# ---- dual_wb_queue ----
## config.mk

```make
export PLATFORM = sky130hd
export DESIGN_NAME = dual_wb_queue
export DESIGN_NICKNAME = d
export VERILOG_FILES = /design/src/rtl/dual_wb_queue.sv
export SDC_FILE = /design/constraint.sdc
export NUM_CORES = 1
export LEC_CHECK = 0
export ABC_AREA = 1
export CAP_MARGIN = 20
export CORE_MARGIN = 3
export CORE_UTILIZATION = 40
export CTS_BUF_LIST = sky130_fd_sc_hd__clkbuf_4 sky130_fd_sc_hd__clkbuf_8 sky130_fd_sc_hd__clkbuf_16
export CTS_CLUSTER_DIAMETER = 30
export DETAILED_ROUTE_END_ITERATION = 8
export PLACE_DENSITY = 0.62
export SETUP_SLACK_MARGIN = 0.02
export SLEW_MARGIN = 10
export SYNTH_ARGS = -nofsm -noshare
export SYNTH_HDL_FRONTEND = slang
export SYNTH_SLANG_ARGS = --single-unit
```

## constraint.sdc

```tcl
create_clock -name clk -period 6.2 [get_ports clk]
set_clock_uncertainty 0.2 [all_clocks]
set_input_delay 1.24 -clock clk [delete_from_list [all_inputs] [get_ports clk]]
set_output_delay 1.24 -clock clk [all_outputs]
set_load 0.02 [all_outputs]
```

## src/rtl/dual_wb_queue.sv

```systemverilog
// Write-back queue between the dual-ALU execute stage and the single-write-port
// register file: takes up to two results per cycle and retires them in program order.
module dual_wb_queue #(
    parameter int DEPTH = 8,
    parameter int AW    = 3
) (
    input  logic          clk,
    input  logic          rst_n,
    input  logic          flush,
    input  logic          valid_1,
    input  logic [4:0]    dest_1,
    input  logic [31:0]   ALU_1,
    input  logic          valid_2,
    input  logic [4:0]    dest_2,
    input  logic [31:0]   ALU_2,
    output logic          in_ready,
    output logic          wr_en,
    output logic [4:0]    wr_addr,
    output logic [31:0]   wr_data,
    input  logic [4:0]    query_a,
    input  logic [4:0]    query_b,
    output logic          pending_a,
    output logic          pending_b,
    output logic          overflow_err,
    output logic [AW:0]   count
);

    localparam logic [AW:0] READY_MAX = (AW+1)'(DEPTH - 2);

    logic [4:0]    mem_dest_q [DEPTH];
    logic [31:0]   mem_data_q [DEPTH];
    logic [AW-1:0] head_q, tail_q, tail_d, tail_p1;
    logic [AW:0]   count_q, count_d, push_cnt, pop_cnt;
    logic          wr_en_q, overflow_q;
    logic [4:0]    wr_addr_q;
    logic [31:0]   wr_data_q;

    logic          acc_1, acc_2, push_reject, pop;
    logic          we_0, we_1;
    logic [4:0]    wdest_0, wdest_1;
    logic [31:0]   wdata_0, wdata_1;
    logic [DEPTH-1:0] occ;
    logic          hit_a, hit_b;

    // Handshake: the producer may present valid_1/valid_2 in any cycle; a slot is
    // taken only while in_ready is high (room for two). Presenting either valid
    // while in_ready is low drops both slots and latches overflow_err.
    assign in_ready    = (count_q <= READY_MAX);
    assign push_reject = (valid_1 | valid_2) & ~in_ready;
    assign acc_1       = valid_1 & in_ready & (dest_1 != 5'd0);
    assign acc_2       = valid_2 & in_ready & (dest_2 != 5'd0);
    assign pop         = (count_q != '0);
    assign tail_p1     = tail_q + AW'(1);

    always_comb begin
        we_0     = 1'b0;
        we_1     = 1'b0;
        wdest_0  = dest_1;
        wdata_0  = ALU_1;
        wdest_1  = dest_2;
        wdata_1  = ALU_2;
        push_cnt = '0;
        tail_d   = tail_q;
        if (acc_1 && acc_2) begin
            we_0     = 1'b1;
            we_1     = 1'b1;
            push_cnt = (AW+1)'(2);
            tail_d   = tail_q + AW'(2);
        end else if (acc_1 || acc_2) begin
            // A lone survivor always lands at tail, whichever slot it came from.
            we_0     = 1'b1;
            wdest_0  = acc_1 ? dest_1 : dest_2;
            wdata_0  = acc_1 ? ALU_1 : ALU_2;
            push_cnt = (AW+1)'(1);
            tail_d   = tail_p1;
        end
        pop_cnt = pop ? (AW+1)'(1) : '0;
        count_d = count_q + push_cnt - pop_cnt;
    end

    always_ff @(posedge clk) begin
        if (rst_n && !flush) begin
            if (we_0) begin
                mem_dest_q[tail_q] <= wdest_0;
                mem_data_q[tail_q] <= wdata_0;
            end
            if (we_1) begin
                mem_dest_q[tail_p1] <= wdest_1;
                mem_data_q[tail_p1] <= wdata_1;
            end
        end
    end

    always_ff @(posedge clk) begin
        if (!rst_n) begin
            head_q     <= '0;
            tail_q     <= '0;
            count_q    <= '0;
            wr_en_q    <= 1'b0;
            wr_addr_q  <= '0;
            wr_data_q  <= '0;
            overflow_q <= 1'b0;
        end else if (flush) begin
            head_q  <= '0;
            tail_q  <= '0;
            count_q <= '0;
            wr_en_q <= 1'b0;
        end else begin
            if (push_reject) begin
                overflow_q <= 1'b1;
            end
            tail_q  <= tail_d;
            count_q <= count_d;
            if (pop) begin
                wr_en_q   <= 1'b1;
                wr_addr_q <= mem_dest_q[head_q];
                wr_data_q <= mem_data_q[head_q];
                head_q    <= head_q + AW'(1);
            end else begin
                wr_en_q <= 1'b0;
            end
        end
    end

    // Entry g is live when its distance from head (mod DEPTH) is below count.
    for (genvar g = 0; g < DEPTH; g++) begin : g_occ
        assign occ[g] = ({1'b0, AW'(g) - head_q} < count_q);
    end

    always_comb begin
        hit_a = wr_en_q && (wr_addr_q == query_a);
        hit_b = wr_en_q && (wr_addr_q == query_b);
        for (int i = 0; i < DEPTH; i++) begin
            if (occ[i] && (mem_dest_q[i] == query_a)) hit_a = 1'b1;
            if (occ[i] && (mem_dest_q[i] == query_b)) hit_b = 1'b1;
        end
    end

    assign pending_a    = (query_a != 5'd0) && hit_a;
    assign pending_b    = (query_b != 5'd0) && hit_b;
    assign wr_en        = wr_en_q;
    assign wr_addr      = wr_addr_q;
    assign wr_data      = wr_data_q;
    assign overflow_err = overflow_q;
    assign count        = count_q;

endmodule

```

# ---- hazard_ctrl ----
## src/rtl/cpu_types_pkg.sv

```systemverilog
// Shared CPU types: register index and hazard controller state encoding.
package cpu_types_pkg;

  typedef logic [4:0] regbits_t;

  typedef enum logic [1:0] {
    RUN      = 2'd0,
    MEMWAIT  = 2'd1,
    REDIRECT = 2'd2,
    HALTED   = 2'd3
  } hazard_state_t;

endpackage

```

## src/rtl/sat_counter.sv

```systemverilog
// Up-counter that holds at all-ones instead of wrapping.
module sat_counter #(
  parameter int CNT_W = 32
) (
  input  logic             CLK,
  input  logic             RST,
  input  logic             inc,
  output logic [CNT_W-1:0] cnt
);

  always_ff @(posedge CLK or posedge RST) begin
    if (RST)
      cnt <= '0;
    else if (inc && (cnt != '1))
      cnt <= cnt + 1'b1;
  end

endmodule

```

## src/rtl/hazard_ctrl.sv

```systemverilog
// Pipeline hazard/sequencing controller: latch enables and flushes for IF/ID, ID/EX, EX/MEM and PC.
// state    | meaning
// RUN      | normal issue; load-use, redirect, memory-wait and halt evaluated
// MEMWAIT  | full freeze until the MEM access completes (dhit)
// REDIRECT | taken redirect waiting for ihit to flush IF/ID and ID/EX
// HALTED   | core stopped; left only through RST
module hazard_ctrl
  import cpu_types_pkg::*;
#(
  parameter int CNT_W = 32
) (
  input  logic             CLK,
  input  logic             RST,
  input  logic             ihit,
  input  logic             dhit,
  input  regbits_t         ifid_rs,
  input  regbits_t         ifid_rt,
  input  regbits_t         idex_rt,
  input  logic             idex_dren,
  input  logic             idex_regwrite,
  input  logic             idex_halt,
  input  logic             ex_redirect,
  input  logic             exmem_dren,
  input  logic             exmem_dwen,
  output logic             pc_en,
  output logic             ifid_en,
  output logic             ifid_flush,
  output logic             idex_en,
  output logic             idex_flush,
  output logic             exmem_en,
  output logic             halted,
  output logic [CNT_W-1:0] stall_cnt,
  output logic [CNT_W-1:0] flush_cnt
);

  hazard_state_t state, state_nxt;
  logic mw, lu, run_eval;

  always_comb begin
    mw = (exmem_dren | exmem_dwen) & ~dhit;
    lu = idex_dren & idex_regwrite & (idex_rt != '0) &
         ((idex_rt == ifid_rs) | (idex_rt == ifid_rt));
    // MEMWAIT falls back to the RUN rules in the cycle the access completes
    run_eval = (state == RUN) | ((state == MEMWAIT) & dhit);

    pc_en      = 1'b0;
    ifid_en    = 1'b0;
    idex_en    = 1'b0;
    exmem_en   = 1'b0;
    ifid_flush = 1'b0;
    idex_flush = 1'b0;
    state_nxt  = state;

    if (run_eval) begin
      if (mw) begin
        state_nxt = MEMWAIT;
      end else begin
        if (ex_redirect) begin
          if (ihit) begin
            {pc_en, ifid_en, idex_en, exmem_en} = 4'hf;
            ifid_flush = 1'b1;
            idex_flush = 1'b1;
          end
        end else if (lu) begin
          idex_en    = ihit;
          exmem_en   = ihit;
          idex_flush = ihit;
        end else begin
          {pc_en, ifid_en, idex_en, exmem_en} = {4{ihit}};
        end

        if (idex_halt && ihit)
          state_nxt = HALTED;
        else if (ex_redirect && !ihit)
          state_nxt = REDIRECT;
        else
          state_nxt = RUN;
      end
    end else if (state == REDIRECT) begin
      {pc_en, ifid_en, idex_en, exmem_en} = {4{ihit}};
      ifid_flush = ihit;
      idex_flush = ihit;
      state_nxt  = ihit ? RUN : REDIRECT;
    end

    if (RST) begin
      {pc_en, ifid_en, idex_en, exmem_en} = 4'h0;
      ifid_flush = 1'b0;
      idex_flush = 1'b0;
    end
  end

  always_ff @(posedge CLK or posedge RST) begin
    if (RST)
      state <= RUN;
    else
      state <= state_nxt;
  end

  assign halted = (state == HALTED);

  sat_counter #(.CNT_W(CNT_W)) u_stall_cnt (
    .CLK (CLK),
    .RST (RST),
    .inc (~pc_en & (state != HALTED) & ~RST),
    .cnt (stall_cnt)
  );

  sat_counter #(.CNT_W(CNT_W)) u_flush_cnt (
    .CLK (CLK),
    .RST (RST),
    .inc (idex_flush),
    .cnt (flush_cnt)
  );

endmodule

```

## config.mk

```make
export PLATFORM = sky130hd
export DESIGN_NAME = hazard_ctrl
export DESIGN_NICKNAME = d
export VERILOG_FILES = /design/src/rtl/cpu_types_pkg.sv /design/src/rtl/sat_counter.sv /design/src/rtl/hazard_ctrl.sv
export SDC_FILE = /design/constraint.sdc
export NUM_CORES = 1
export LEC_CHECK = 0
export CORE_ASPECT_RATIO = 1.4
export CORE_UTILIZATION = 40
export DETAILED_ROUTE_END_ITERATION = 8
export PLACE_DENSITY = 0.69
export SYNTH_ARGS = -nofsm -noshare
export SYNTH_HDL_FRONTEND = slang
export SYNTH_SLANG_ARGS = --single-unit
```

## constraint.sdc

```tcl
create_clock -name CLK -period 3.3 [get_ports CLK]
set_clock_uncertainty 0.15 [all_clocks]
set_input_delay 0.99 -clock CLK [delete_from_list [all_inputs] [get_ports CLK]]
set_output_delay 0.99 -clock CLK [all_outputs]
set_load 0.01 [all_outputs]
```


==> gallery <==
M2 wires.
image #1
Scale bar: 20 um.
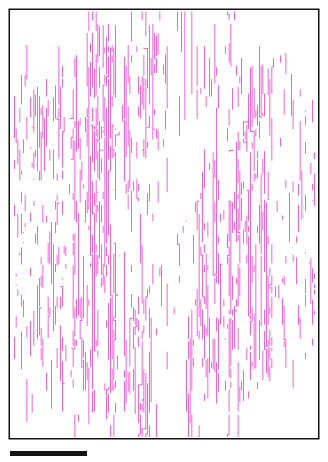
image #2
Scale bar: 50 um.
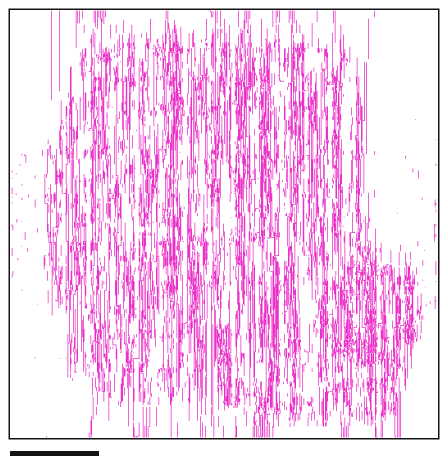
The one with the largest die is image #2.
hazard_ctrl -> image #1
dual_wb_queue -> image #2

Figure 1. Where the registers sit (dual_wb_queue).
Other sequential cells in the stronger gray, the rest of the logic in the fainter gray.
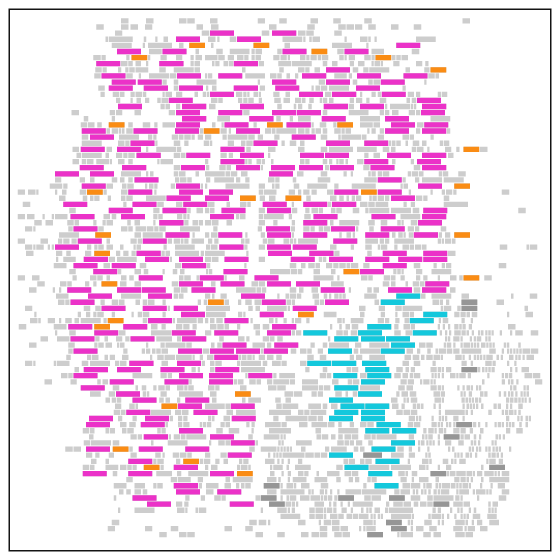
legend:
  cyan:
    netlist_name: mem_dest_q
    sequential_cells: 40
  magenta:
    netlist_name: mem_data_q
    sequential_cells: 256
  orange:
    netlist_name: wr_data
    sequential_cells: 32
    where: spread over the die
not colored: 17
Seq group: 0.00313 W
Seq/total area: 37.9%
final core occ: 48.2%

==> summary.txt, dual_wb_queue <==
flow finished, numbers: Synth top area share 40.5%, Max FO, Critical Path 11, worst slack at placement 0.820 ns, floorplan core density 40.6%, aoi share 25.0%, Worst setup SP type primary input, Max rail drop VDD 0.217 mV, placed cell count 2,833, met1 Use GR 27.8%, most area-hungry cell type in the Yosys netlist edfxtp_1, Final Max Tran Viols 0, met2 Use GR 37.3%, R2R cell count 15, yosys synthesis warning count 0, Max Buffers Root-to-Sink 3, outcome finished clean, Leading power group clock, RR Endpoint mem_data_q[3][24]$_DFFE_PP_, Logic pwr share 30.9%, CTS tree yes, YS chip area 21,900 um2, Dominant flop cell edfxtp_1, Post-synth ARST share 0%, unrepaired setup endpoints after global routing false, cts repair resizes 0, Total Power 0.0111 W, met3 Track Usage GR 3.35%
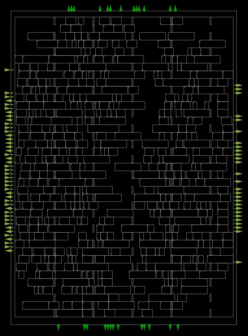
Figure 2: hazard_ctrl, placement view.
Seq cells: 66
Rows: 39
Layout fillers: 700

==> summary.txt, hazard_ctrl <==
flow finished, numbers: outcome finished with violations, failing checks setup timing, Synthesized registers 66, metal3 WL 502 um, inverters 13, placed cell areas 4620 um2, grt ovf 0, Final setup viols 1, CTS tree yes, Final Wtd Congestion 0.779, Plain + repair buffers 122, clock slew at reported path FFs 0.05 ns, Tcrit/Tclk final 101%, via count 2,854, Dominant flop cell dfrtp_1, critical path startpoint ifid_rt[0], cell depth of the worst hold path 1, Post-synth ARST share 100%, Top logic family simple AND/OR/NAND/NOR gates, Log Warnings 28, Synth Area per Inst 10.3 um2, Clock net power 0.000990 W, setup bufs post-CTS 3, Max Used Layer met4, Seq share, synth 48.7%, Logic power comb 0.000595 W, antenna diode count 0, chip height 111 um, yosys synthesis warning count 0, Post-Route M1 WL 3160 um, fin worst setup slack -0.0371 ns, crit path DAT 2.20 ns, clkbuf count 12, final WL 8040 um, hold crit path type reg2reg


==> layout pictures side by side <==
Nets reached from selected ports.
picture 1
Scale bar: 50 um.
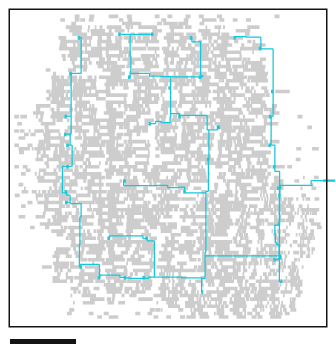
picture 2
Scale bar: 20 um.
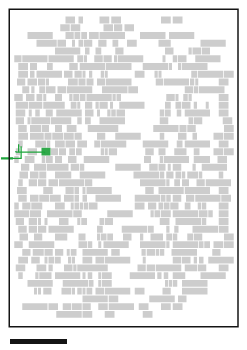
dual_wb_queue: picture 1
hazard_ctrl: picture 2
- largest die: picture 1

Power and IR drop assume default switching activity.
